######## design 1 ########
### Clock distribution, design 1

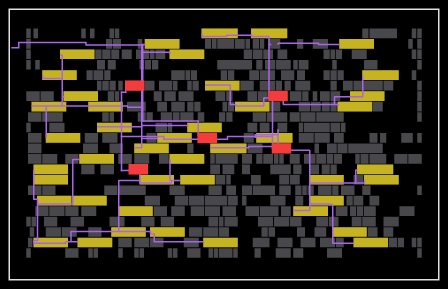

$ cat src/rtl/matmul_pkg.sv
// matmul_pkg: shared run-controller state encodings and DMEM map defaults
package matmul_pkg;
  localparam int DW_DEF = 16;
  localparam int AW_DEF = 16;
  localparam logic [15:0] RES_BASE_DEF = 16'h0040;
  localparam logic [2:0] S_IDLE     = 3'd0;
  localparam logic [2:0] S_PULSE    = 3'd1;
  localparam logic [2:0] S_WAIT_END = 3'd2;
  localparam logic [2:0] S_RD_REQ   = 3'd3;
  localparam logic [2:0] S_RD_WAIT  = 3'd4;
  localparam logic [2:0] S_SEND     = 3'd5;
  localparam logic [2:0] S_DONE     = 3'd6;
  localparam logic [2:0] S_TOUT     = 3'd7;
  function automatic logic is_idle_like(logic [2:0] s);
    return s == S_IDLE || s == S_DONE || s == S_TOUT;
  endfunction
endpackage

$ cat src/rtl/matmul_run_ctrl_if.sv
// matmul_run_ctrl_if: DMEM read port plus result stream between run controller and system
interface matmul_run_ctrl_if import matmul_pkg::*; #(
  parameter int DW = DW_DEF,
  parameter int AW = AW_DEF
);
  logic          rd_en;
  logic [AW-1:0] rd_addr;
  logic [DW-1:0] rd_data;
  logic          res_valid;
  logic          res_ready;
  logic [DW-1:0] res_data;
  logic          res_last;
  modport master (output rd_en, rd_addr, res_valid, res_data, res_last, input rd_data, res_ready);
  modport slave  (input rd_en, rd_addr, res_valid, res_data, res_last, output rd_data, res_ready);
endinterface

$ cat src/rtl/matmul_res_reader.sv
// matmul_res_reader: reads RES_WORDS words from DMEM one at a time and streams them out
module matmul_res_reader import matmul_pkg::*; #(
  parameter int DW = DW_DEF,
  parameter int AW = AW_DEF,
  parameter logic [AW-1:0] RES_BASE = AW'(RES_BASE_DEF),
  parameter int RES_WORDS = 16
)(
  input  logic clk,
  input  logic RESET_N,
  input  logic go,
  output logic finished,
  matmul_run_ctrl_if.master bus
);
  localparam int IW = RES_WORDS > 1 ? $clog2(RES_WORDS) : 1;
  logic [2:0] state;
  logic [IW-1:0] idx;
  logic last, fire;
  assign last = idx == IW'(RES_WORDS - 1);
  assign fire = state == S_SEND && bus.res_ready;
  assign finished = fire && last;
  assign bus.rd_en = state == S_RD_REQ;
  assign bus.rd_addr = bus.rd_en ? RES_BASE + AW'(idx) : '0;
  assign bus.res_valid = state == S_SEND;
  assign bus.res_last = bus.res_valid && last;
  // rd_data is only valid in the cycle after rd_en, i.e. while in RD_WAIT
  always_ff @(posedge clk or negedge RESET_N)
    if (!RESET_N) begin
      state <= S_IDLE;
      idx <= '0;
      bus.res_data <= {DW{1'b0}};
    end else begin
      state <= go ? S_RD_REQ
        : state == S_RD_REQ ? S_RD_WAIT
        : state == S_RD_WAIT ? S_SEND
        : fire ? (last ? S_IDLE : S_RD_REQ) : state;
      idx <= go ? '0 : fire && !last ? idx + 1'b1 : idx;
      if (state == S_RD_WAIT) bus.res_data <= bus.rd_data;
    end
endmodule

$ cat src/rtl/matmul_run_ctrl.sv
// matmul_run_ctrl: pulses START, waits for END (with timeout), then streams the DMEM result region
// Define CYCLE_COUNT_EN to report a saturating count of WAIT_END cycles on cycle_count.
module matmul_run_ctrl import matmul_pkg::*; #(
  parameter int DW = DW_DEF,
  parameter int AW = AW_DEF,
  parameter logic [AW-1:0] RES_BASE = AW'(RES_BASE_DEF),
  parameter int RES_WORDS = 16,
  parameter int START_LEN = 2,
  parameter int unsigned TIMEOUT = 65535
)(
  input  logic clk,
  input  logic RESET_N,
  input  logic host_go,
  output logic START,
  input  logic END,
  output logic busy,
  output logic done,
  output logic timeout,
  output logic [31:0] cycle_count,
  matmul_run_ctrl_if.master bus
);
  localparam int PW = START_LEN > 1 ? $clog2(START_LEN) : 1;
  logic [2:0] state;
  logic [PW-1:0] pcnt;
  logic idle_like, launch, rd_go, rd_fin, tout_hit;
  assign idle_like = is_idle_like(state);
  assign launch = idle_like && host_go;
  assign rd_go = state == S_WAIT_END && END;
  assign START = state == S_PULSE;
  assign busy = !idle_like;
  assign done = state == S_DONE;
  assign timeout = state == S_TOUT;
`ifdef CYCLE_COUNT_EN
  logic [31:0] cnt, cnt_nx;
  assign cnt_nx = &cnt ? cnt : cnt + 32'd1;
  assign tout_hit = TIMEOUT != 0 && cnt_nx == 32'(TIMEOUT);
  assign cycle_count = cnt;
`else
  localparam int TW = TIMEOUT > 0 ? $clog2(TIMEOUT + 1) : 1;
  logic [TW-1:0] cnt, cnt_nx;
  assign cnt_nx = cnt + 1'b1;
  assign tout_hit = TIMEOUT != 0 && cnt_nx == TW'(TIMEOUT);
  assign cycle_count = '0;
`endif
  // S_RD_REQ here stands for the whole read phase; the reader owns the sub-states
  always_ff @(posedge clk or negedge RESET_N)
    if (!RESET_N) begin
      state <= S_IDLE;
      pcnt <= '0;
      cnt <= '0;
    end else begin
      state <= launch ? S_PULSE
        : state == S_PULSE ? (pcnt == PW'(START_LEN - 1) ? S_WAIT_END : S_PULSE)
        : state == S_WAIT_END ? (END ? S_RD_REQ : tout_hit ? S_TOUT : S_WAIT_END)
        : state == S_RD_REQ && rd_fin ? S_DONE : state;
      pcnt <= state == S_PULSE ? pcnt + 1'b1 : '0;
      cnt <= launch ? '0 : state == S_WAIT_END ? cnt_nx : cnt;
    end
  matmul_res_reader #(.DW(DW), .AW(AW), .RES_BASE(RES_BASE), .RES_WORDS(RES_WORDS)) u_reader (
    .clk(clk),
    .RESET_N(RESET_N),
    .go(rd_go),
    .finished(rd_fin),
    .bus(bus)
  );
endmodule
$ cat src/flat_wrapper.sv
// flat-port wrapper written by rule: the top's interface ports become plain ports
module matmul_run_ctrl_flat import matmul_pkg::*;
#(
  parameter int DW = DW_DEF,
  parameter int AW = AW_DEF,
  parameter logic [AW-1:0] RES_BASE = AW'(RES_BASE_DEF),
  parameter int RES_WORDS = 16,
  parameter int START_LEN = 2,
  parameter int unsigned TIMEOUT = 65535
)
  (clk, RESET_N, host_go, START, END, busy, done, timeout, cycle_count, bus_rd_en, bus_rd_addr, bus_res_valid, bus_res_data, bus_res_last, bus_rd_data, bus_res_ready);
  matmul_run_ctrl_if #(.DW(DW), .AW(AW)) bus_i ();
  input  logic clk;
  input  logic RESET_N;
  input  logic host_go;
  output logic START;
  input  logic END;
  output logic busy;
  output logic done;
  output logic timeout;
  output logic [31:0] cycle_count;
  output wire logic [$bits(bus_i.rd_en)-1:0] bus_rd_en;
  output wire logic [$bits(bus_i.rd_addr)-1:0] bus_rd_addr;
  output wire logic [$bits(bus_i.res_valid)-1:0] bus_res_valid;
  output wire logic [$bits(bus_i.res_data)-1:0] bus_res_data;
  output wire logic [$bits(bus_i.res_last)-1:0] bus_res_last;
  input wire logic [$bits(bus_i.rd_data)-1:0] bus_rd_data;
  input wire logic [$bits(bus_i.res_ready)-1:0] bus_res_ready;
  assign bus_rd_en = bus_i.rd_en;
  assign bus_rd_addr = bus_i.rd_addr;
  assign bus_res_valid = bus_i.res_valid;
  assign bus_res_data = bus_i.res_data;
  assign bus_res_last = bus_i.res_last;
  assign bus_i.rd_data = bus_rd_data;
  assign bus_i.res_ready = bus_res_ready;
  matmul_run_ctrl #(.DW(DW), .AW(AW), .RES_BASE(RES_BASE), .RES_WORDS(RES_WORDS), .START_LEN(START_LEN), .TIMEOUT(TIMEOUT)) u_core (.clk(clk), .RESET_N(RESET_N), .host_go(host_go), .START(START), .END(END), .busy(busy), .done(done), .timeout(timeout), .cycle_count(cycle_count), .bus(bus_i));
endmodule
$ cat config.mk
export PLATFORM = sky130hd
export DESIGN_NAME = matmul_run_ctrl_flat
export DESIGN_NICKNAME = d
export VERILOG_FILES = /design/src/rtl/matmul_pkg.sv /design/src/rtl/matmul_run_ctrl_if.sv /design/src/rtl/matmul_res_reader.sv /design/src/rtl/matmul_run_ctrl.sv /design/src/flat_wrapper.sv
export SDC_FILE = /design/constraint.sdc
export NUM_CORES = 1
export LEC_CHECK = 0
export CAP_MARGIN = 20
export CORE_ASPECT_RATIO = 0.6
export CORE_MARGIN = 4
export CORE_UTILIZATION = 41
export DETAILED_ROUTE_END_ITERATION = 12
export PLACE_DENSITY_LB_ADDON = 0.05
export SLEW_MARGIN = 25
export SYNTH_ARGS = -nofsm -noshare
export SYNTH_HDL_FRONTEND = slang
export SYNTH_HIERARCHICAL = 1
export SYNTH_SLANG_ARGS = --single-unit
$ cat constraint.sdc
create_clock -name clk -period 1.6 [get_ports clk]
set_input_delay 0.32 -clock clk [delete_from_list [all_inputs] [get_ports clk]]
set_output_delay 0.32 -clock clk [all_outputs]
set_load 0.01 [all_outputs]
######## design 2 ########
`config.mk`:
```
export PLATFORM = sky130hd
export DESIGN_NAME = player_hit_manager
export DESIGN_NICKNAME = d
export VERILOG_FILES = /design/src/rtl/player_hit_manager.sv
export SDC_FILE = /design/constraint.sdc
export NUM_CORES = 1
export LEC_CHECK = 0
export ABC_CLOCK_PERIOD_IN_PS = 1600
export CORE_UTILIZATION = 47
export CTS_CLUSTER_SIZE = 24
export DETAILED_ROUTE_END_ITERATION = 16
export PLACE_DENSITY = 0.75
export SYNTH_ARGS = -nofsm -noshare
export SYNTH_HDL_FRONTEND = slang
export SYNTH_SLANG_ARGS = --single-unit
```
`constraint.sdc`:
```
create_clock -name clk -period 1.6 [get_ports clk]
set_input_delay 0.16 -clock clk [delete_from_list [all_inputs] [get_ports clk]]
set_output_delay 0.16 -clock clk [all_outputs]
set_load 0.05 [all_outputs]
```
`src/rtl/player_hit_manager.sv`:
```
// Player hit manager: player hits -> lives/death delay/respawn invulnerability; enemy hits -> saturating score.
// Latency 1 cycle, all outputs registered; no backpressure (pulse inputs); PLAYER_HIT_BLINK_EN adds INVULN blinking.
module player_hit_manager #(
    parameter int LIVES_INIT    = 3,
    parameter int DEATH_FRAMES  = 30,
    parameter int INVULN_FRAMES = 60,
    parameter int ENEMY_POINTS  = 10,
    parameter int SCORE_W       = 12
) (
    input  logic               clk,
    input  logic               reset,
    input  logic               startOfFrame,
    input  logic               start_game,
    input  logic               SingleHitPulse_player,
    input  logic               SingleHitPulse_enemies,
    output logic [2:0]         lives,
    output logic [SCORE_W-1:0] score,
    output logic               invulnerable,
    output logic               player_visible,
    output logic               respawn_pulse,
    output logic               game_over,
    output logic [2:0]         fsm_state
);

    typedef enum logic [2:0] {
        S_IDLE      = 3'd0,
        S_ALIVE     = 3'd1,
        S_DYING     = 3'd2,
        S_INVULN    = 3'd3,
        S_GAME_OVER = 3'd4
    } state_t;

    localparam int MAX_FRAMES = (DEATH_FRAMES > INVULN_FRAMES) ? DEATH_FRAMES : INVULN_FRAMES;
    localparam int CNT_W      = (MAX_FRAMES > 1) ? $clog2(MAX_FRAMES) : 1;

    localparam logic [CNT_W-1:0]   DEATH_LAST  = CNT_W'(DEATH_FRAMES - 1);
    localparam logic [CNT_W-1:0]   INVULN_LAST = CNT_W'(INVULN_FRAMES - 1);
    localparam logic [SCORE_W:0]   SCORE_MAX   = {1'b0, {SCORE_W{1'b1}}};
    localparam logic [SCORE_W:0]   POINTS      = (SCORE_W+1)'(ENEMY_POINTS);
    localparam logic [2:0]         LIVES_LOAD  = 3'(LIVES_INIT);

    state_t             state_q, state_d;
    logic [2:0]         lives_q, lives_d;
    logic [SCORE_W-1:0] score_q, score_d;
    logic [CNT_W-1:0]   cnt_q, cnt_d;
    logic               invulnerable_q, invulnerable_d;
    logic               player_visible_q, player_visible_d;
    logic               respawn_pulse_q, respawn_pulse_d;
    logic               game_over_q, game_over_d;
    logic [SCORE_W:0]   score_sum;
    logic [SCORE_W-1:0] score_sat;

`ifdef PLAYER_HIT_BLINK_EN
    // Free-running frame phase inside INVULN; bit 2 selects the hidden half of each 8-frame period.
    logic [2:0] blink_phase_q, blink_phase_d;
`endif

    always_comb begin
        state_d   = state_q;
        lives_d   = lives_q;
        score_d   = score_q;
        cnt_d     = cnt_q;
        score_sum = {1'b0, score_q} + POINTS;
        score_sat = (score_sum > SCORE_MAX) ? SCORE_MAX[SCORE_W-1:0] : score_sum[SCORE_W-1:0];

        case (state_q)
            S_IDLE, S_GAME_OVER: begin
                if (start_game) begin
                    lives_d = LIVES_LOAD;
                    score_d = '0;
                    cnt_d   = '0;
                    state_d = S_ALIVE;
                end
            end
            S_ALIVE: begin
                if (SingleHitPulse_enemies) begin
                    score_d = score_sat;
                end
                // A frame pulse coinciding with the hit is deliberately not counted.
                if (SingleHitPulse_player) begin
                    lives_d = (lives_q == 3'd0) ? 3'd0 : lives_q - 3'd1;
                    cnt_d   = '0;
                    state_d = S_DYING;
                end
            end
            S_DYING: begin
                if (startOfFrame) begin
                    if (cnt_q == DEATH_LAST) begin
                        cnt_d   = '0;
                        state_d = (lives_q == 3'd0) ? S_GAME_OVER : S_INVULN;
                    end else begin
                        cnt_d = cnt_q + 1'b1;
                    end
                end
            end
            S_INVULN: begin
                if (SingleHitPulse_enemies) begin
                    score_d = score_sat;
                end
                if (startOfFrame) begin
                    if (cnt_q == INVULN_LAST) begin
                        cnt_d   = '0;
                        state_d = S_ALIVE;
                    end else begin
                        cnt_d = cnt_q + 1'b1;
                    end
                end
            end
            default: begin
                cnt_d   = '0;
                state_d = S_IDLE;
            end
        endcase

`ifdef PLAYER_HIT_BLINK_EN
        blink_phase_d = blink_phase_q;
        if (state_d == S_INVULN && state_q != S_INVULN) begin
            blink_phase_d = 3'd0;
        end else if (state_q == S_INVULN && state_d == S_INVULN && startOfFrame) begin
            blink_phase_d = blink_phase_q + 3'd1;
        end
`endif

        invulnerable_d  = (state_d == S_DYING) || (state_d == S_INVULN);
        game_over_d     = (state_d == S_GAME_OVER);
        respawn_pulse_d = (state_q == S_DYING) && (state_d == S_INVULN);
        case (state_d)
            S_ALIVE:  player_visible_d = 1'b1;
`ifdef PLAYER_HIT_BLINK_EN
            S_INVULN: player_visible_d = ~blink_phase_d[2];
`else
            S_INVULN: player_visible_d = 1'b1;
`endif
            default:  player_visible_d = 1'b0;
        endcase
    end

    always_ff @(posedge clk) begin
        if (reset) begin
            state_q          <= S_IDLE;
            lives_q          <= 3'd0;
            score_q          <= '0;
            cnt_q            <= '0;
            invulnerable_q   <= 1'b0;
            player_visible_q <= 1'b0;
            respawn_pulse_q  <= 1'b0;
            game_over_q      <= 1'b0;
`ifdef PLAYER_HIT_BLINK_EN
            blink_phase_q    <= 3'd0;
`endif
        end else begin
            state_q          <= state_d;
            lives_q          <= lives_d;
            score_q          <= score_d;
            cnt_q            <= cnt_d;
            invulnerable_q   <= invulnerable_d;
            player_visible_q <= player_visible_d;
            respawn_pulse_q  <= respawn_pulse_d;
            game_over_q      <= game_over_d;
`ifdef PLAYER_HIT_BLINK_EN
            blink_phase_q    <= blink_phase_d;
`endif
        end
    end

    assign lives          = lives_q;
    assign score          = score_q;
    assign invulnerable   = invulnerable_q;
    assign player_visible = player_visible_q;
    assign respawn_pulse  = respawn_pulse_q;
    assign game_over      = game_over_q;
    assign fsm_state      = state_q;

endmodule
```

==> layout pictures side by side <==
Local utilization.
shot_01.png
The die is cut into 11 by 7 equal tiles; dark blue is low, red is high, 0 to 100% covered.
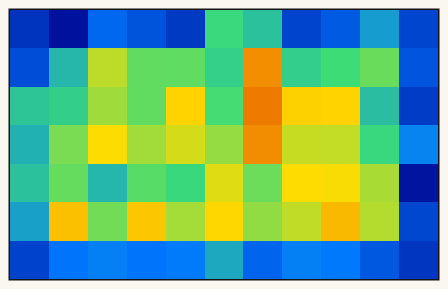
shot_02.png
The die is cut into 12 by 12 equal tiles; dark blue is low, red is high, 0 to 100% covered.
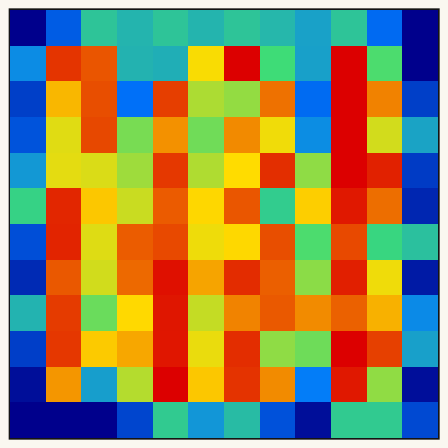
For design 1, see shot_01.png.
For design 2, see shot_02.png.

### Signal wires by layer, design 1

Scale bar: 20 um.
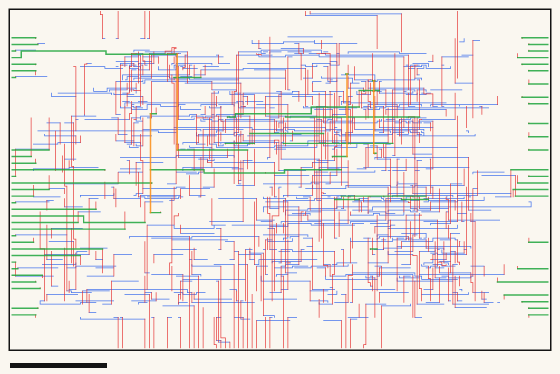
layer	color	wire length
met4	orange	72.1 um
met2	red	2650 um
met1	blue	3170 um
met3	green	613 um

## Picture notes: 'Clock distribution' of design 1
[clock wires] purple | length: 625 um
[flip-flops] yellow | count: 43
[cells driving clock nets] red | count: 5
routed clock nets	6

==> flow_summary.json, design 1 <==
{
  "antenna_found_initial": 0,
  "nonClockBufferCount": 110,
  "violations": "negative setup slack",
  "root_buffer": "clkbuf_8",
  "sh_comb_area_pct": 37.9,
  "fin_ws_ns": -0.119,
  "ys_warn_count": 6,
  "synth-main-ff-cell": "dfrtp_1",
  "outcome": "finished, violations left",
  "ff_latch_area_sq_mm": 0.00108,
  "setup_viol": 7,
  "wl_per_cell_um": 14.2,
  "chip_area_sq_mm": 0.00779,
  "power_leakage_nw": 1.71,
  "whs_endpoint": "u_core/cnt[14]",
  "cts.sinks": 43
}
## design 1: power groups by stage
stage,logic [mW],registers (mW),clock network [mW]
after floorplan,1.33,1.80,0
after global placement,2.61,1.71,0
after detailed placement,2.61,1.72,0
after CTS,2.81,1.70,0.791
after global routing,3.24,1.77,0.832
final,3.00,1.72,0.760
## design 1: metal layers
layer | vias to the layer above | track usage, % | share of wire (%)
li1 | 1078 | - | -
met1 | 1058 | 24.0 | 49
met2 | 86 | 20.8 | 41
met3 | 9 | 5.97 | 9.4
met4 | 0 | 4.32 | 1.1
met5 | - | 0 | 0
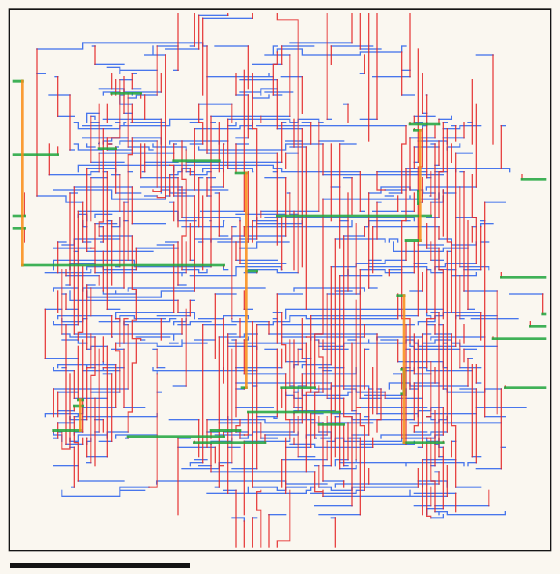
*Signal wires by layer, design 2*
Scale bar: 20 um.
layer	color	wire length
met2	red	2200 um
met4	orange	76.2 um
met1	blue	1930 um
met3	green	137 um
GRT Util Overall: 25.8%
WL/cell: 14.9 um
Routed WL: 4340 um
Via Count: 1703

==> flow_summary.json, design 2 <==
{
  "outcome": "finished, violations left",
  "violations": "negative setup slack",
  "lay_top_cells": "buf_4 (47), nand2_1 (18), a21oi_1 (18), nor2_1 (14), dfxtp_1 (14)",
  "place_ws_ns": -0.0556,
  "ir_drop_v": 0.000440,
  "dr_wl_met3_um": 136,
  "powerClk_uw": 417,
  "fin_util_pct": 71.2,
  "fin_ws_ns": -0.0251,
  "layout.nets": 258,
  "m1WireLength_um": 1930,
  "rows": 20,
  "path_max_fanout": 5,
  "setup_viol": 2,
  "die_y_um": 59.9,
  "fp-utilization_pct": 50.4,
  "htreeDepth": 1
}
## design 2: what timing repair did
item                       in CTS  in global routing
hold buffers                    0                  0
setup endpoints to repair       6                 14
pin swaps                       4                  9
buffers inserted                4                  1
gates resized                   9                 16
gates cloned                    0                  0
## design 2: final timing paths
check | from | to | slack (ns) | cells past startpoint
max reg2reg | score[2] | score[9] | -0.03 | 5
max | score[2] | score[9] | -0.03 | 5
min | lives[2] | lives[2] | 0.51 | 2
min reg2reg | lives[2] | lives[2] | 0.51 | 2

######## design 3 ########
### Signal wires by layer, design 3

Scale bar: 100 um.
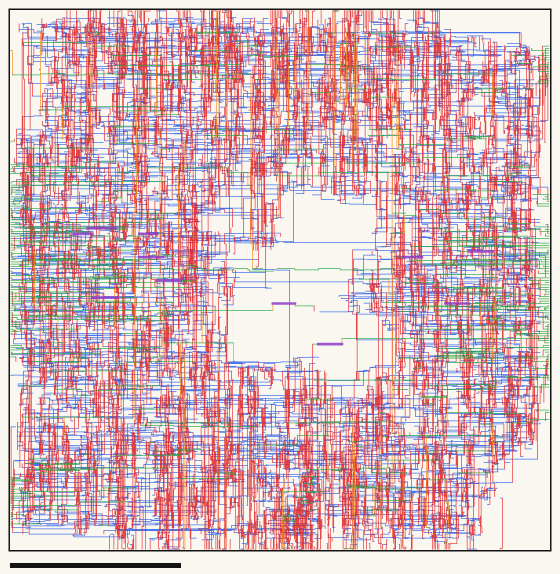

`config.mk`:
```
export PLATFORM = sky130hd
export DESIGN_NAME = dispatch_queue
export DESIGN_NICKNAME = d
export VERILOG_FILES = /design/src/rtl/dispatch_queue.sv
export SDC_FILE = /design/constraint.sdc
export NUM_CORES = 2
export LEC_CHECK = 0
export CORE_MARGIN = 2
export CORE_UTILIZATION = 50
export CTS_CLUSTER_DIAMETER = 200
export DETAILED_ROUTE_END_ITERATION = 8
export HOLD_SLACK_MARGIN = 0.08
export PLACE_DENSITY = 0.71
export SLEW_MARGIN = 15
export SYNTH_ARGS = -nofsm -noshare
export SYNTH_HDL_FRONTEND = slang
export SYNTH_SLANG_ARGS = --single-unit
```
`constraint.sdc`:
```
create_clock -name clk -period 42.4 [get_ports clk]
set_input_delay 8.48 -clock clk [delete_from_list [all_inputs] [get_ports clk]]
set_output_delay 8.48 -clock clk [all_outputs]
set_load 0.01 [all_outputs]
```
`src/rtl/dispatch_queue.sv`:
```
// In-order dispatch queue: circular buffer of decoded packets that releases up to DISP_W per cycle,
// gated by ROB and per-FU RS credits. Define DISPATCH_QUEUE_BYPASS_EN for same-cycle slot-0 bypass.
module dispatch_queue #(
    parameter int DEPTH  = 8,
    parameter int DISP_W = 2,
    parameter int NUM_FU = 4,
    parameter int DATA_W = 128,
    parameter int CNT_W  = 4,
    localparam int FU_W  = $clog2(NUM_FU),
    localparam int PTR_W = $clog2(DEPTH),
    localparam int OCC_W = PTR_W + 1
) (
    input  logic                     clk,
    input  logic                     reset,
    input  logic                     flush,
    input  logic                     in_valid,
    output logic                     in_ready,
    input  logic [DATA_W-1:0]        in_pack,
    input  logic [FU_W-1:0]          in_fu,
    input  logic [NUM_FU*CNT_W-1:0]  rs_free,
    input  logic [CNT_W-1:0]         rob_free,
    output logic [DISP_W-1:0]        out_valid,
    output logic [DISP_W*DATA_W-1:0] out_pack,
    output logic [DISP_W*FU_W-1:0]   out_fu,
    output logic [NUM_FU-1:0]        rs_load,
    output logic [OCC_W-1:0]         count
);

    logic [DATA_W-1:0] mem_q [DEPTH];
    logic [FU_W-1:0]   fu_q  [DEPTH];

    logic [PTR_W-1:0] head_q, head_d;
    logic [PTR_W-1:0] tail_q, tail_d;
    logic [OCC_W-1:0] count_q, count_d;

    logic [PTR_W-1:0]  slot_idx   [DISP_W];
    logic [DATA_W-1:0] slot_pack  [DISP_W];
    logic [FU_W-1:0]   slot_fu    [DISP_W];
    logic [DISP_W-1:0] slot_avail;

    logic             bypass;
    logic             run;
    int               same_fu;
    logic [OCC_W-1:0] n_disp;
    logic [OCC_W-1:0] n_pop;
    logic             enq;
    logic             enq_wr;

    assign in_ready = (count_q != OCC_W'(DEPTH)) && !flush;
    assign count    = count_q;

    // Candidate entries for each slot, oldest first.
    always_comb begin
        bypass     = 1'b0;
        slot_avail = '0;
`ifdef DISPATCH_QUEUE_BYPASS_EN
        bypass = (count_q == '0) && in_valid && !flush;
`endif
        for (int k = 0; k < DISP_W; k++) begin
            slot_idx[k]   = head_q + PTR_W'(k);
            slot_pack[k]  = mem_q[slot_idx[k]];
            slot_fu[k]    = fu_q[slot_idx[k]];
            slot_avail[k] = (OCC_W'(k) < count_q);
        end
        if (bypass) begin
            slot_pack[0]  = in_pack;
            slot_fu[0]    = in_fu;
            slot_avail[0] = 1'b1;
        end
    end

    // Grant a contiguous run of slots; the first blocked slot stops all younger ones.
    always_comb begin
        out_valid = '0;
        out_pack  = '0;
        out_fu    = '0;
        rs_load   = '0;
        n_disp    = '0;
        run       = !flush;
        same_fu   = 0;
        for (int k = 0; k < DISP_W; k++) begin
            same_fu = 0;
            for (int j = 0; j <= k; j++) begin
                if (slot_fu[j] == slot_fu[k]) begin
                    same_fu = same_fu + 1;
                end
            end
            if (run && slot_avail[k] && (k < int'(rob_free))
                && (same_fu <= int'(rs_free[int'(slot_fu[k])*CNT_W +: CNT_W]))) begin
                out_valid[k]                 = 1'b1;
                out_pack[k*DATA_W +: DATA_W] = slot_pack[k];
                out_fu[k*FU_W +: FU_W]       = slot_fu[k];
                rs_load[slot_fu[k]]          = 1'b1;
                n_disp                       = n_disp + OCC_W'(1);
            end else begin
                run = 1'b0;
            end
        end
    end

    always_comb begin
        enq     = in_valid && in_ready;
        // A bypassed packet that dispatches never touches storage.
        enq_wr  = enq && !(bypass && out_valid[0]);
        n_pop   = bypass ? '0 : n_disp;
        head_d  = head_q + n_pop[PTR_W-1:0];
        tail_d  = tail_q + PTR_W'(enq_wr);
        count_d = count_q + OCC_W'(enq_wr) - n_pop;
        if (flush) begin
            head_d  = '0;
            tail_d  = '0;
            count_d = '0;
        end
    end

    always_ff @(posedge clk or posedge reset) begin
        if (reset) begin
            head_q  <= '0;
            tail_q  <= '0;
            count_q <= '0;
        end else begin
            head_q  <= head_d;
            tail_q  <= tail_d;
            count_q <= count_d;
        end
    end

    always_ff @(posedge clk) begin
        if (enq_wr) begin
            mem_q[tail_q] <= in_pack;
            fu_q[tail_q]  <= in_fu;
        end
    end

endmodule

```
######## design 4 ########
==> src/rtl/pio_logistic_sender_pkg.sv <==
// rtl/pio_logistic_sender_pkg.sv - request codes, response tags, Q4.28 constants and FSM states
package pio_sender_pkg;

  localparam logic [31:0] REQ_HI  = 32'h0000_0006;
  localparam logic [31:0] REQ_LO  = 32'h0000_0003;
  localparam logic [15:0] TAG_HI  = 16'h0045;
  localparam logic [15:0] TAG_LO  = 16'h0048;
  localparam logic [31:0] ONE_Q28 = 32'h1000_0000;

  typedef enum logic [2:0] {
    WAIT_HI = 3'd0,
    SEND_HI = 3'd1,
    WAIT_LO = 3'd2,
    SEND_LO = 3'd3,
    COMPUTE = 3'd4,
    DONE    = 3'd5
  } state_e;

  function automatic logic is_req(logic [31:0] code);
    return (code == REQ_HI) || (code == REQ_LO);
  endfunction

endpackage

==> src/rtl/pio_logistic_sender_if.sv <==
// rtl/pio_logistic_sender_if.sv - PIO request/response pair between fill block and sender
interface pio_logistic_sender_if;
  logic [31:0] outputPio;
  logic [31:0] inputPio;

  modport master (output outputPio, input inputPio);
  modport slave  (input outputPio, output inputPio);
endinterface

==> src/rtl/pio_logistic_sender_logistic_step.sv <==
// rtl/pio_logistic_sender_logistic_step.sv - two-stage registered Q4.28 logistic map step
module logistic_step
  import pio_sender_pkg::*;
(
  input  logic        clk_i,
  input  logic        rst_i,
  input  logic        start_i,
  input  logic [31:0] x_i,
  output logic [31:0] y_o,
  output logic        valid_o
);

  logic [29:0] x4_q;
  logic [28:0] omx_q;
  logic        s1_valid_q;
  logic [31:0] y_q;
  logic        valid_q;

  logic [31:0] omx_full;
  logic [63:0] prod;
  logic        step_unused;

  // ONE - x wraps mod 2^32 for out-of-range x; only the low 29 bits feed the multiply
  assign omx_full    = ONE_Q28 - x_i;
  assign prod        = {34'd0, x4_q} * {35'd0, omx_q};
  assign step_unused = ^{x_i[31:28], omx_full[31:29], prod[63:60], prod[27:0]};

  always_ff @(posedge clk_i) begin
    if (rst_i) begin
      x4_q       <= '0;
      omx_q      <= '0;
      s1_valid_q <= 1'b0;
      y_q        <= '0;
      valid_q    <= 1'b0;
    end else begin
      s1_valid_q <= start_i;
      valid_q    <= s1_valid_q;
      if (start_i) begin
        x4_q  <= {x_i[27:0], 2'b00};
        omx_q <= omx_full[28:0];
      end
      if (s1_valid_q) begin
        y_q <= prod[59:28];
      end
    end
  end

  assign y_o     = y_q;
  assign valid_o = valid_q;

endmodule

==> src/rtl/pio_logistic_sender.sv <==
// rtl/pio_logistic_sender.sv - answers fill-block half-word requests with tagged logistic-map words
module pio_logistic_sender
  import pio_sender_pkg::*;
#(
  parameter logic [31:0] SEED      = 32'h03E4_4970,
  parameter int          NUM_WORDS = 512
) (
  input  logic                       CLOCK_50,
  input  logic                       reset,
  pio_logistic_sender_if.slave       pio,
  output logic [9:0]                 word_count,
  output logic                       done,
  output logic                       proto_err
);

  localparam logic [9:0] NUM_W = NUM_WORDS[9:0];

  state_e      state_q;
  logic [31:0] req_q;
  logic [31:0] req_prev_q;
  logic [31:0] x_q;
  logic [31:0] pio_q;
  logic [9:0]  word_count_q;
  logic        done_q;
  logic        proto_err_q;
  logic        pend_valid_q;
  logic        pend_hi_q;

  logic        new_req;
  logic        new_is_hi;
  logic        have_req;
  logic        req_hi;
  logic        step_start;
  logic [31:0] step_y;
  logic        step_valid;

  assign new_req    = is_req(req_q) && (req_q != req_prev_q);
  assign new_is_hi  = (req_q == REQ_HI);
  // A request caught while busy takes priority at the next wait state
  assign have_req   = pend_valid_q || new_req;
  assign req_hi     = pend_valid_q ? pend_hi_q : new_is_hi;
  assign step_start = (state_q == SEND_LO);

  logistic_step u_step (
    .clk_i   (CLOCK_50),
    .rst_i   (reset),
    .start_i (step_start),
    .x_i     (x_q),
    .y_o     (step_y),
    .valid_o (step_valid)
  );

  always_ff @(posedge CLOCK_50) begin
    if (reset) begin
      state_q      <= WAIT_HI;
      req_q        <= '0;
      req_prev_q   <= '0;
      x_q          <= SEED;
      pio_q        <= '0;
      word_count_q <= '0;
      done_q       <= 1'b0;
      proto_err_q  <= 1'b0;
      pend_valid_q <= 1'b0;
      pend_hi_q    <= 1'b0;
    end else begin
      req_q      <= pio.outputPio;
      req_prev_q <= req_q;
      case (state_q)
        WAIT_HI: begin
          if (have_req) begin
            pend_valid_q <= 1'b0;
            if (req_hi) begin
              state_q <= SEND_HI;
            end else begin
              proto_err_q <= 1'b1;
            end
          end
        end
        SEND_HI: begin
          pio_q   <= {TAG_HI, x_q[31:16]};
          state_q <= WAIT_LO;
          if (new_req && !pend_valid_q) begin
            pend_valid_q <= 1'b1;
            pend_hi_q    <= new_is_hi;
          end
        end
        WAIT_LO: begin
          if (have_req) begin
            pend_valid_q <= 1'b0;
            state_q      <= req_hi ? SEND_HI : SEND_LO;
          end
        end
        SEND_LO: begin
          pio_q        <= {TAG_LO, x_q[15:0]};
          word_count_q <= word_count_q + 10'd1;
          state_q      <= COMPUTE;
          if (new_req && !pend_valid_q) begin
            pend_valid_q <= 1'b1;
            pend_hi_q    <= new_is_hi;
          end
        end
        COMPUTE: begin
          if (new_req && !pend_valid_q) begin
            pend_valid_q <= 1'b1;
            pend_hi_q    <= new_is_hi;
          end
          if (step_valid) begin
            x_q <= step_y;
            if (word_count_q == NUM_W) begin
              state_q <= DONE;
              done_q  <= 1'b1;
            end else begin
              state_q <= WAIT_HI;
            end
          end
        end
        DONE: begin
          pend_valid_q <= 1'b0;
        end
        default: begin
          state_q <= WAIT_HI;
        end
      endcase
    end
  end

  assign pio.inputPio = pio_q;
  assign word_count   = word_count_q;
  assign done         = done_q;
  assign proto_err    = proto_err_q;

endmodule

==> src/flat_wrapper.sv <==
// flat-port wrapper written by rule: the top's interface ports become plain ports
module pio_logistic_sender_flat import pio_sender_pkg::*;
#(
  parameter logic [31:0] SEED      = 32'h03E4_4970,
  parameter int          NUM_WORDS = 512
)
  (CLOCK_50, reset, word_count, done, proto_err, pio_outputPio, pio_inputPio);
  pio_logistic_sender_if pio_i ();
  input  logic CLOCK_50;
  input  logic reset;
  output logic [9:0] word_count;
  output logic done;
  output logic proto_err;
  input wire logic [$bits(pio_i.outputPio)-1:0] pio_outputPio;
  output wire logic [$bits(pio_i.inputPio)-1:0] pio_inputPio;
  assign pio_i.outputPio = pio_outputPio;
  assign pio_inputPio = pio_i.inputPio;
  pio_logistic_sender #(.SEED(SEED), .NUM_WORDS(NUM_WORDS)) u_core (.CLOCK_50(CLOCK_50), .reset(reset), .pio(pio_i), .word_count(word_count), .done(done), .proto_err(proto_err));
endmodule
==> config.mk <==
export PLATFORM = sky130hd
export DESIGN_NAME = pio_logistic_sender_flat
export DESIGN_NICKNAME = d
export VERILOG_FILES = /design/src/rtl/pio_logistic_sender_pkg.sv /design/src/rtl/pio_logistic_sender_if.sv /design/src/rtl/pio_logistic_sender_logistic_step.sv /design/src/rtl/pio_logistic_sender.sv /design/src/flat_wrapper.sv
export SDC_FILE = /design/constraint.sdc
export NUM_CORES = 2
export LEC_CHECK = 0
export CORE_MARGIN = 1
export CORE_UTILIZATION = 40
export CTS_BUF_LIST = sky130_fd_sc_hd__clkbuf_8
export DETAILED_ROUTE_END_ITERATION = 7
export SYNTH_ARGS = -nofsm -noshare
export SYNTH_HDL_FRONTEND = slang
export SYNTH_SLANG_ARGS = --single-unit
==> constraint.sdc <==
create_clock -name CLOCK_50 -period 8.7 [get_ports CLOCK_50]
set_clock_uncertainty 0.15 [all_clocks]
set_input_delay 1.74 -clock CLOCK_50 [delete_from_list [all_inputs] [get_ports CLOCK_50]]
set_output_delay 1.74 -clock CLOCK_50 [all_outputs]
set_load 0.01 [all_outputs]
######## design 5 ########
===== config.mk =====
export PLATFORM = sky130hd
export DESIGN_NAME = ram_fifo_ctrl
export DESIGN_NICKNAME = d
export VERILOG_FILES = /design/src/rtl/ram_fifo_ctrl.sv
export SDC_FILE = /design/constraint.sdc
export NUM_CORES = 1
export LEC_CHECK = 0
export ABC_CLOCK_PERIOD_IN_PS = 3700
export CORE_MARGIN = 2
export CORE_UTILIZATION = 41
export CTS_CLUSTER_SIZE = 8
export DETAILED_ROUTE_END_ITERATION = 10
export HOLD_SLACK_MARGIN = 0.08
export PLACE_DENSITY_LB_ADDON = 0.3
export SETUP_SLACK_MARGIN = 0.4
export SLEW_MARGIN = 20
export SYNTH_ARGS = -nofsm -noshare
export SYNTH_HDL_FRONTEND = slang
export SYNTH_SLANG_ARGS = --single-unit

===== constraint.sdc =====
create_clock -name clk -period 3.7 [get_ports clk]
set_input_delay 0.74 -clock clk [delete_from_list [all_inputs] [get_ports clk]]
set_output_delay 0.74 -clock clk [all_outputs]
set_load 0.01 [all_outputs]

===== src/rtl/ram_fifo_ctrl.sv =====
// rtl/ram_fifo_ctrl.sv - synchronous FIFO controller using an external 8x64 dual-port RAM as storage
//
// Purpose:
//   Streams words in through RAM port A and out through RAM port B. A two-entry
//   output buffer hides the one-cycle registered RAM read so that a continuous
//   stream moves at one word per cycle.
//
// Ports:
//   clk, rst        clock shared with the RAM; synchronous active-high reset
//   flush           synchronous clear of all contents (same effect as reset)
//   in_*            write stream (in_data, in_valid, in_ready)
//   out_*           read stream (out_data, out_valid, out_ready)
//   count           words held: RAM + read in flight + output buffer (max DEPTH+2)
//   ram_*_a         RAM write port (we, addr, data)
//   ram_addr_b      RAM read address; ram_we_b is tied low
//   ram_q_b         registered RAM read data, valid one cycle after ram_addr_b
//
// Optional feature (macro RAM_FIFO_OVF_FLAG_EN):
//   ovf_err         sticky: in_valid seen while in_ready was low
//   udf_err         sticky: out_ready seen while out_valid was low

module ram_fifo_ctrl #(
    parameter int DATA_W = 8,
    parameter int ADDR_W = 6
) (
    input  logic              clk,
    input  logic              rst,
    input  logic              flush,
    input  logic [DATA_W-1:0] in_data,
    input  logic              in_valid,
    output logic              in_ready,
    output logic [DATA_W-1:0] out_data,
    output logic              out_valid,
    input  logic              out_ready,
    output logic [ADDR_W+1:0] count,
    output logic [DATA_W-1:0] ram_data_a,
    output logic [ADDR_W-1:0] ram_addr_a,
    output logic              ram_we_a,
    output logic [ADDR_W-1:0] ram_addr_b,
    output logic              ram_we_b,
    input  logic [DATA_W-1:0] ram_q_b
`ifdef RAM_FIFO_OVF_FLAG_EN
    ,
    output logic              ovf_err,
    output logic              udf_err
`endif
);

    // ram_cnt equal to DEPTH means the RAM is full
    localparam logic [ADDR_W:0] RAM_FULL = {1'b1, {ADDR_W{1'b0}}};

    logic [ADDR_W-1:0] wr_ptr_q, wr_ptr_d;
    logic [ADDR_W-1:0] rd_ptr_q, rd_ptr_d;
    logic [ADDR_W:0]   ram_cnt_q, ram_cnt_d;
    logic              rd_pend_q, rd_pend_d;
    logic [1:0]        buf_cnt_q, buf_cnt_d;
    logic [DATA_W-1:0] buf0_q, buf0_d;
    logic [DATA_W-1:0] buf1_q, buf1_d;

    logic              push;
    logic              pop;
    logic              rd_issue;
    logic [2:0]        occ_after_pop;

    assign in_ready  = (ram_cnt_q != RAM_FULL);
    assign out_valid = (buf_cnt_q != 2'd0);
    assign out_data  = buf0_q;

    // A push in a flush or reset cycle is dropped, so the RAM must not be written either
    assign push = in_valid & in_ready & ~flush & ~rst;
    assign pop  = out_valid & out_ready;

    // Slots already claimed in the buffer once this cycle's pop is applied; a new
    // read is only launched if its data will have a free slot when it returns.
    assign occ_after_pop = {1'b0, buf_cnt_q} + {2'b00, rd_pend_q} - {2'b00, pop};
    assign rd_issue      = (ram_cnt_q != '0) & (occ_after_pop < 3'd2);

    assign ram_we_a   = push;
    assign ram_addr_a = wr_ptr_q;
    assign ram_data_a = in_data;
    assign ram_addr_b = rd_ptr_q;
    assign ram_we_b   = 1'b0;

    assign count = {1'b0, ram_cnt_q}
                 + {{(ADDR_W+1){1'b0}}, rd_pend_q}
                 + {{ADDR_W{1'b0}}, buf_cnt_q};

    always_comb begin
        wr_ptr_d  = wr_ptr_q + ADDR_W'(push);
        rd_ptr_d  = rd_ptr_q + ADDR_W'(rd_issue);
        ram_cnt_d = ram_cnt_q + (ADDR_W+1)'(push) - (ADDR_W+1)'(rd_issue);
        rd_pend_d = rd_issue;
        buf0_d    = buf0_q;
        buf1_d    = buf1_q;
        buf_cnt_d = buf_cnt_q;

        if (pop) begin
            buf0_d    = buf1_q;
            buf_cnt_d = buf_cnt_q - 2'd1;
        end

        // Returning read data lands in the first free slot after the pop shift
        if (rd_pend_q) begin
            if (buf_cnt_d == 2'd0) begin
                buf0_d = ram_q_b;
            end else begin
                buf1_d = ram_q_b;
            end
            buf_cnt_d = buf_cnt_d + 2'd1;
        end

        if (flush) begin
            wr_ptr_d  = '0;
            rd_ptr_d  = '0;
            ram_cnt_d = '0;
            rd_pend_d = 1'b0;
            buf0_d    = '0;
            buf1_d    = '0;
            buf_cnt_d = '0;
        end
    end

    always_ff @(posedge clk) begin
        if (rst) begin
            wr_ptr_q  <= '0;
            rd_ptr_q  <= '0;
            ram_cnt_q <= '0;
            rd_pend_q <= 1'b0;
            buf0_q    <= '0;
            buf1_q    <= '0;
            buf_cnt_q <= '0;
        end else begin
            wr_ptr_q  <= wr_ptr_d;
            rd_ptr_q  <= rd_ptr_d;
            ram_cnt_q <= ram_cnt_d;
            rd_pend_q <= rd_pend_d;
            buf0_q    <= buf0_d;
            buf1_q    <= buf1_d;
            buf_cnt_q <= buf_cnt_d;
        end
    end

`ifdef RAM_FIFO_OVF_FLAG_EN
    logic ovf_err_q, ovf_err_d;
    logic udf_err_q, udf_err_d;

    always_comb begin
        ovf_err_d = ovf_err_q | (in_valid & ~in_ready);
        udf_err_d = udf_err_q | (out_ready & ~out_valid);
        if (flush) begin
            ovf_err_d = 1'b0;
            udf_err_d = 1'b0;
        end
    end

    always_ff @(posedge clk) begin
        if (rst) begin
            ovf_err_q <= 1'b0;
            udf_err_q <= 1'b0;
        end else begin
            ovf_err_q <= ovf_err_d;
            udf_err_q <= udf_err_d;
        end
    end

    assign ovf_err = ovf_err_q;
    assign udf_err = udf_err_q;
`endif

endmodule


### Clock distribution, design 3

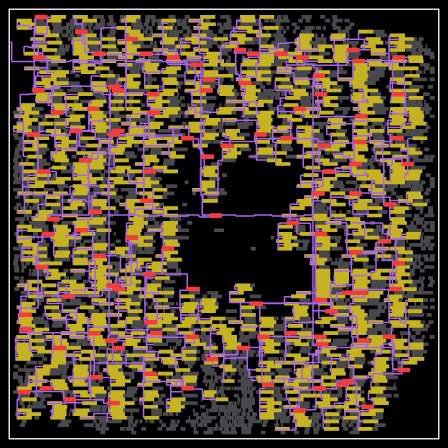
[cells driving clock nets] red | count: 108
[clock wires] purple | length: 11600 um
[flip-flops] yellow | count: 1050
flops lie	widely spread
routed clock nets	109

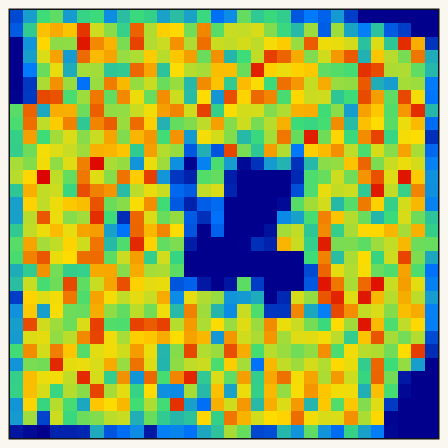
*Local utilization, design 3*
The die is cut into 32 by 32 equal tiles; dark blue is low, red is high, 0 to 100% covered.
emptiest ninth of the die	center
fullest tile	100%
tiles over 75% full	27%

About 'Signal wires by layer' of design 3:
layer	color	wire length
met5	purple	145 um
met3	green	8890 um
met4	orange	3560 um
met2	red	61.6 mm
met1	blue	46.8 mm

==> flow_summary.json, design 3 <==
{
  "tightest_slew_ns": 1.27,
  "p_per_area_mw_per_mm2": 63.4,
  "synthArstFlopShare_pct": 0.952,
  "cap_violations": 0,
  "grt-busiest-layer": "met2",
  "chip_area_sq_mm": 0.100,
  "hold_start": "tail_q[2]",
  "outcome": "completed",
  "warnings": 41,
  "slew_violations": 0,
  "final-clk-cell-share_pct": 6.31,
  "cts_tree": "done",
  "path_class": "primary input to primary output",
  "cts_resized": 0,
  "rrSetupSlack_ns": 33.50,
  "final-nonclk-buf-share_pct": 8.14
}
==> design 3: metrics by stage <==
step           total power [mW]  hold slack (ns)  cell area (sq um)
6_report                   3.68            0.691              58100
3_5_place_dp               2.74            0.656              54400
2_1_floorplan              2.25            0.572              48800
5_1_grt                    3.85            0.728              58100
3_3_place_gp               2.72            0.625              54400
4_1_cts                    3.72            0.675              58000
==> design 3: power breakdown <==
group          internal, mW  switching (mW)  leakage (nW)
registers              1.17          0.0267          9.52
clock network         0.580           0.390          1.78
logic                 0.727           0.790          5.81
total                  2.47            1.21          17.1
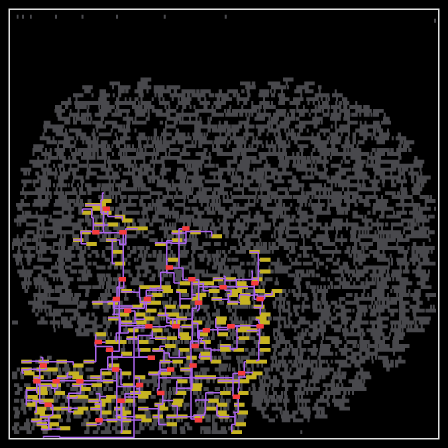
*Clock distribution, design 4*
[cells driving clock nets] red | count: 38
[clock wires] purple | length: 2990 um
[flip-flops] yellow | count: 220
routed clock nets	39
clk ins delay skew pair: 0.54 ns
clock power share: 42.1%
clock group power: 936 uW

==> flow_summary.json, design 4 <==
{
  "vias": 25403,
  "logic_area_sq_mm": 0.0265,
  "wl_per_cell_um": 17.5,
  "antenna_found_initial": 0,
  "timing.hold.ws_ns": 0.289,
  "cts.sinks": 220,
  "sh_seq_area_pct": 11.8,
  "outcome": "completed",
  "p_seq_mw": 1.08,
  "nMultiInputCombCells": 2720,
  "synth_flop_count": 220,
  "cts_buffer_depth": 3,
  "layout.area.top_class": "logic gates",
  "max_freq_ghz": 0.122,
  "hpwl_um": 71100,
  "crit_buf_inv": 5,
  "start_kind": "flop",
  "drt_pre_antenna_iters": 5,
  "grt_max_degree": 120,
  "drtAntennaViolNets": 0,
  "fp-utilization_pct": 40.7,
  "synth-main-ff-cell": "dfxtp_1",
  "setup_viol": 0,
  "yosys_area_sq_mm": 0.0348
}
[design 4: cells by family (layout without fill, tap and decap cells)]
family / count (synthesis) / after routing / synth area share (%)
buf+inv: 1054 / 1004 / 11.6
fa+ha+maj: 909 / 909 / 47.7
simple gates: 1361 / 1361 / 19.2
flops: 220 / 220 / 12.6
xor+xnor: 81 / 81 / 2.04
mux: 29 / 29 / 0.840
other cells: 1 / 12 / 0.0108
compound gates: 328 / 328 / 5.95
[design 4: per-layer routing]
metal  GRT usage, %  wire, um
met1           28.2     39000
met5              0         0
met4           5.49      2500
met2           35.6     43700
met3           2.13      3900
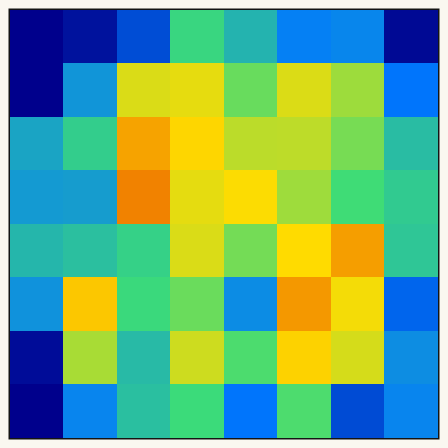
*Local utilization, design 5*
The die is cut into 8 by 8 equal tiles; dark blue is low, red is high, 0 to 100% covered.
tiles over 75% full	13%
densest ninth of the die	center
nearly empty tiles	6.2%
emptiest ninth of the die	upper left
core region area: 0.00511 sq mm
final core occ: 55.7%
Pre-Place Util: 42.3%

==> flow_summary.json, design 5 <==
{
  "p_comb_share_pct": 53.3,
  "grt_overflow": 0,
  "cts_made_buffers": 5,
  "ys_cells": 227,
  "p_per_area_mw_per_mm2": 665,
  "drt_pre_antenna_iters": 4,
  "outcome": "completed",
  "netlist-cell-type-count": 39,
  "fin_skew_ns": 0.00725,
  "synthCells": 227,
  "fill_cells": 486,
  "drc": 0,
  "warnings": 34,
  "simple_gate_area_share_pct": 18.6,
  "clk_pin_slew_ns": 0.08,
  "layout.nets": 319,
  "grt_use_met2_pct": 26.5,
  "fp.dieW_um": 76.6,
  "p_seq_uw": 529
}
==> design 5: worst min-delay path by stage <==
| stage | endpoint | from | slack, ns | depth (start not counted) |
|---|---|---|---|---|
| 6_report | buf1_q[7] | buf1_q[7] | 0.50 | 2 |
| 5_1_grt | buf1_q[4] | buf1_q[4] | 0.53 | 2 |
| 4_1_cts | buf1_q[4] | buf1_q[4] | 0.50 | 2 |
| 3_5_place_dp | buf1_q[4] | buf1_q[4] | 0.48 | 2 |
| 3_3_place_gp | buf1_q[2] | buf1_q[2] | 0.47 | 2 |
| 2_1_floorplan | buf1_q[0] | buf1_q[0] | 0.46 | 2 |

######## design 6 ########
### Local utilization, design 6

The die is cut into 8 by 8 equal tiles; dark blue is low, red is high, 0 to 100% covered.
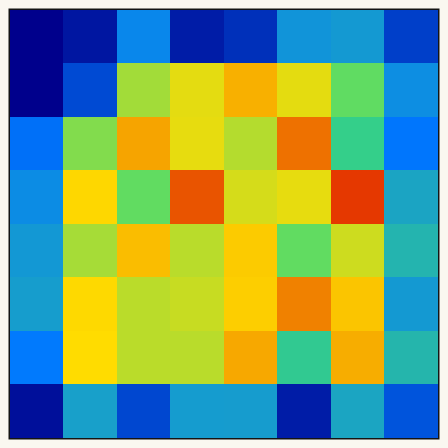
### Routing congestion map, design 6

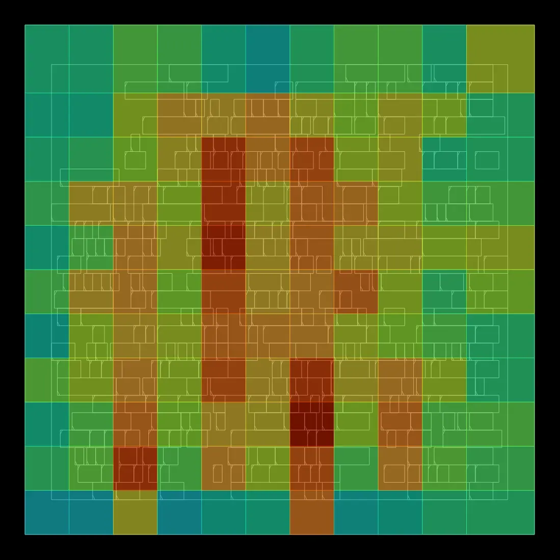
`src/rtl/l1_abs_accum.sv`:
```
// rtl/l1_abs_accum.sv - Absolute-difference accumulator emitting the negated L1 distance
// Sums |diff| over KLEN accepted samples; the result register doubles as a one-deep output skid.
module l1_abs_accum #(
    parameter int NBIT = 8,
    parameter int KLEN = 9,
    parameter int ACCW = 16
) (
    input  logic            i_clk,
    input  logic            i_rst,
    input  logic [NBIT-1:0] i_diff,
    input  logic            i_valid,
    output logic            o_ready,
    input  logic            i_clr,
    output logic [ACCW-1:0] o_sum,
    output logic            o_valid,
    input  logic            i_ready
);
    localparam int CW = (KLEN > 1) ? $clog2(KLEN) : 1;

    logic [CW-1:0]   r_count;
    logic [ACCW-1:0] r_acc;
    logic [ACCW-1:0] r_sum;
    logic            r_valid;

    logic [NBIT-1:0] w_mag;
    logic [ACCW-1:0] w_mag_ext;
    logic [ACCW-1:0] w_total;
    logic            w_ready;
    logic            w_accept;
    logic            w_consume;
    logic            w_complete;

    // Unsigned negation so that the most negative code maps to its true magnitude.
    assign w_mag      = i_diff[NBIT-1] ? (~i_diff + NBIT'(1)) : i_diff;
    assign w_mag_ext  = {{(ACCW-NBIT){1'b0}}, w_mag};
    assign w_total    = r_acc + w_mag_ext;

    assign w_ready    = !r_valid || i_ready;
    assign w_accept   = i_valid && w_ready;
    assign w_consume  = r_valid && i_ready;
    assign w_complete = w_accept && !i_clr && (r_count == CW'(KLEN - 1));

    always_ff @(posedge i_clk or posedge i_rst) begin
        if (i_rst) begin
            r_count <= '0;
            r_acc   <= '0;
        end else if (i_clr) begin
            // A sample arriving alongside the flush opens the new window.
            r_count <= w_accept ? CW'(1) : '0;
            r_acc   <= w_accept ? w_mag_ext : '0;
        end else if (w_complete) begin
            r_count <= '0;
            r_acc   <= '0;
        end else if (w_accept) begin
            r_count <= r_count + CW'(1);
            r_acc   <= w_total;
        end
    end

    always_ff @(posedge i_clk or posedge i_rst) begin
        if (i_rst) begin
            r_sum   <= '0;
            r_valid <= 1'b0;
        end else if (w_complete) begin
            r_sum   <= ACCW'(0) - w_total;
            r_valid <= 1'b1;
        end else if (w_consume) begin
            r_valid <= 1'b0;
        end
    end

    assign o_ready = w_ready;
    assign o_sum   = r_sum;
    assign o_valid = r_valid;
endmodule
```
`config.mk`:
```
export PLATFORM = sky130hd
export DESIGN_NAME = l1_abs_accum
export DESIGN_NICKNAME = d
export VERILOG_FILES = /design/src/rtl/l1_abs_accum.sv
export SDC_FILE = /design/constraint.sdc
export NUM_CORES = 1
export LEC_CHECK = 0
export CORE_MARGIN = 4
export CORE_UTILIZATION = 54
export CTS_CLUSTER_SIZE = 20
export DETAILED_ROUTE_END_ITERATION = 10
export PLACE_DENSITY = 0.74
export SLEW_MARGIN = 20
export SYNTH_ARGS = -nofsm -noshare
export SYNTH_HDL_FRONTEND = slang
export SYNTH_SLANG_ARGS = --single-unit
```
`constraint.sdc`:
```
create_clock -name i_clk -period 7.6 [get_ports i_clk]
set_input_delay 1.52 -clock i_clk [delete_from_list [all_inputs] [get_ports i_clk]]
set_output_delay 1.52 -clock i_clk [all_outputs]
set_load 0.005 [all_outputs]
```
==> flow_summary.json <==
{
  "placed_area_sq_mm": 0.00310,
  "tightest_slew_ns": 0.854,
  "path_max_fanout": 7,
  "adder_share_pct": 6.14,
  "fp.dieW_um": 79.6,
  "drt_pre_antenna_iters": 5,
  "outcome": "completed",
  "ys_cells": 317,
  "fp-utilization_pct": 57.1,
  "grt_pass1_wl_um": 10500,
  "timing.hold.ws_ns": 0.477,
  "r2r-end": "o_sum[13]",
  "rr_startpoint": "r_acc[0]",
  "start_kind": "primary input",
  "p_seq_uw": 214,
  "die_y_um": 79.6,
  "synthTopCellsByCount": "nand2_1 (45), dfrtp_1 (37), o21ai_0 (33)",
  "synth-main-ff-cell": "dfrtp_1",
  "wl_um": 5990,
  "avgViaCountPerCell": 5.71,
  "whs_endpoint": "o_sum[3]",
  "hpwl_um": 4600,
  "maxSlewHeadroom_pct": 42.9
}
About 'Local utilization' of design 6:
tiles over 75% full	23%
emptiest ninth of the die	upper left
nearly empty tiles	3.1%
densest ninth of the die	center
fullest tile	94%
mean over tiles	49%

About 'Routing congestion map' of design 6:
grt met1 use: 29.6%
met2 usage: 32.7%
final core occ: 66.2%
M3 GR Usage: 3.95%

[worst max-delay path: cells and delay by family]
kind | cells | cell delay [ns]
compound gates | 5 | 1.14
simple gates | 4 | 0.96
buf+inv | 1 | 0.46
fa+ha+maj | 1 | 0.41
xor+xnor | 3 | 0.50
[final cells by class]
type	instances	area [sq um]	share of cell area [%]
clock inverter	2	35.0	1.09
sequential	37	926	28.9
tap	67	83.8	2.61
multi-input combinational	255	1740	54.3
inverter	10	37.5	1.17
timing repair buffer	32	315	9.83
clock buffer	5	68.8	2.15


==> notes/layouts.md <==
Pictures saved along the way, in no particular order.

Clock distribution.
picture 1
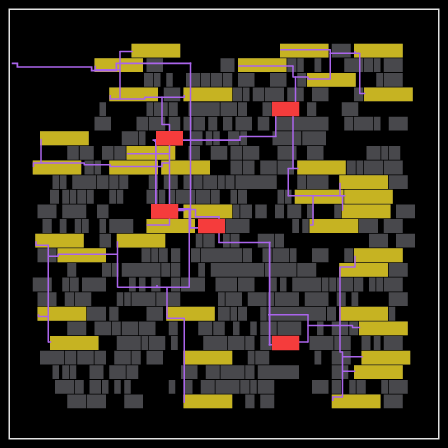
picture 2
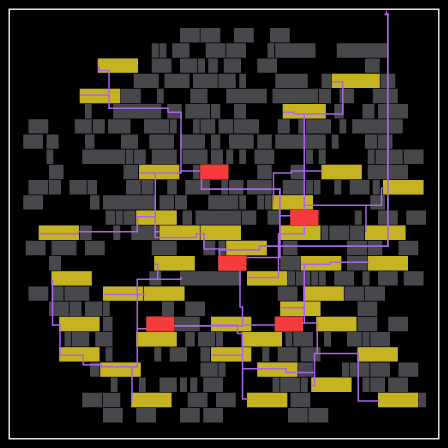
picture 3
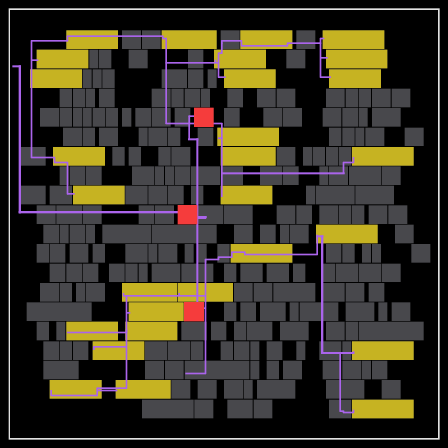
design 2 -> picture 3
design 5 -> picture 2
design 6 -> picture 1
The one with the fewest sequential cells is picture 3.

No activity file was given, so power comes from the tool's default toggle rates.
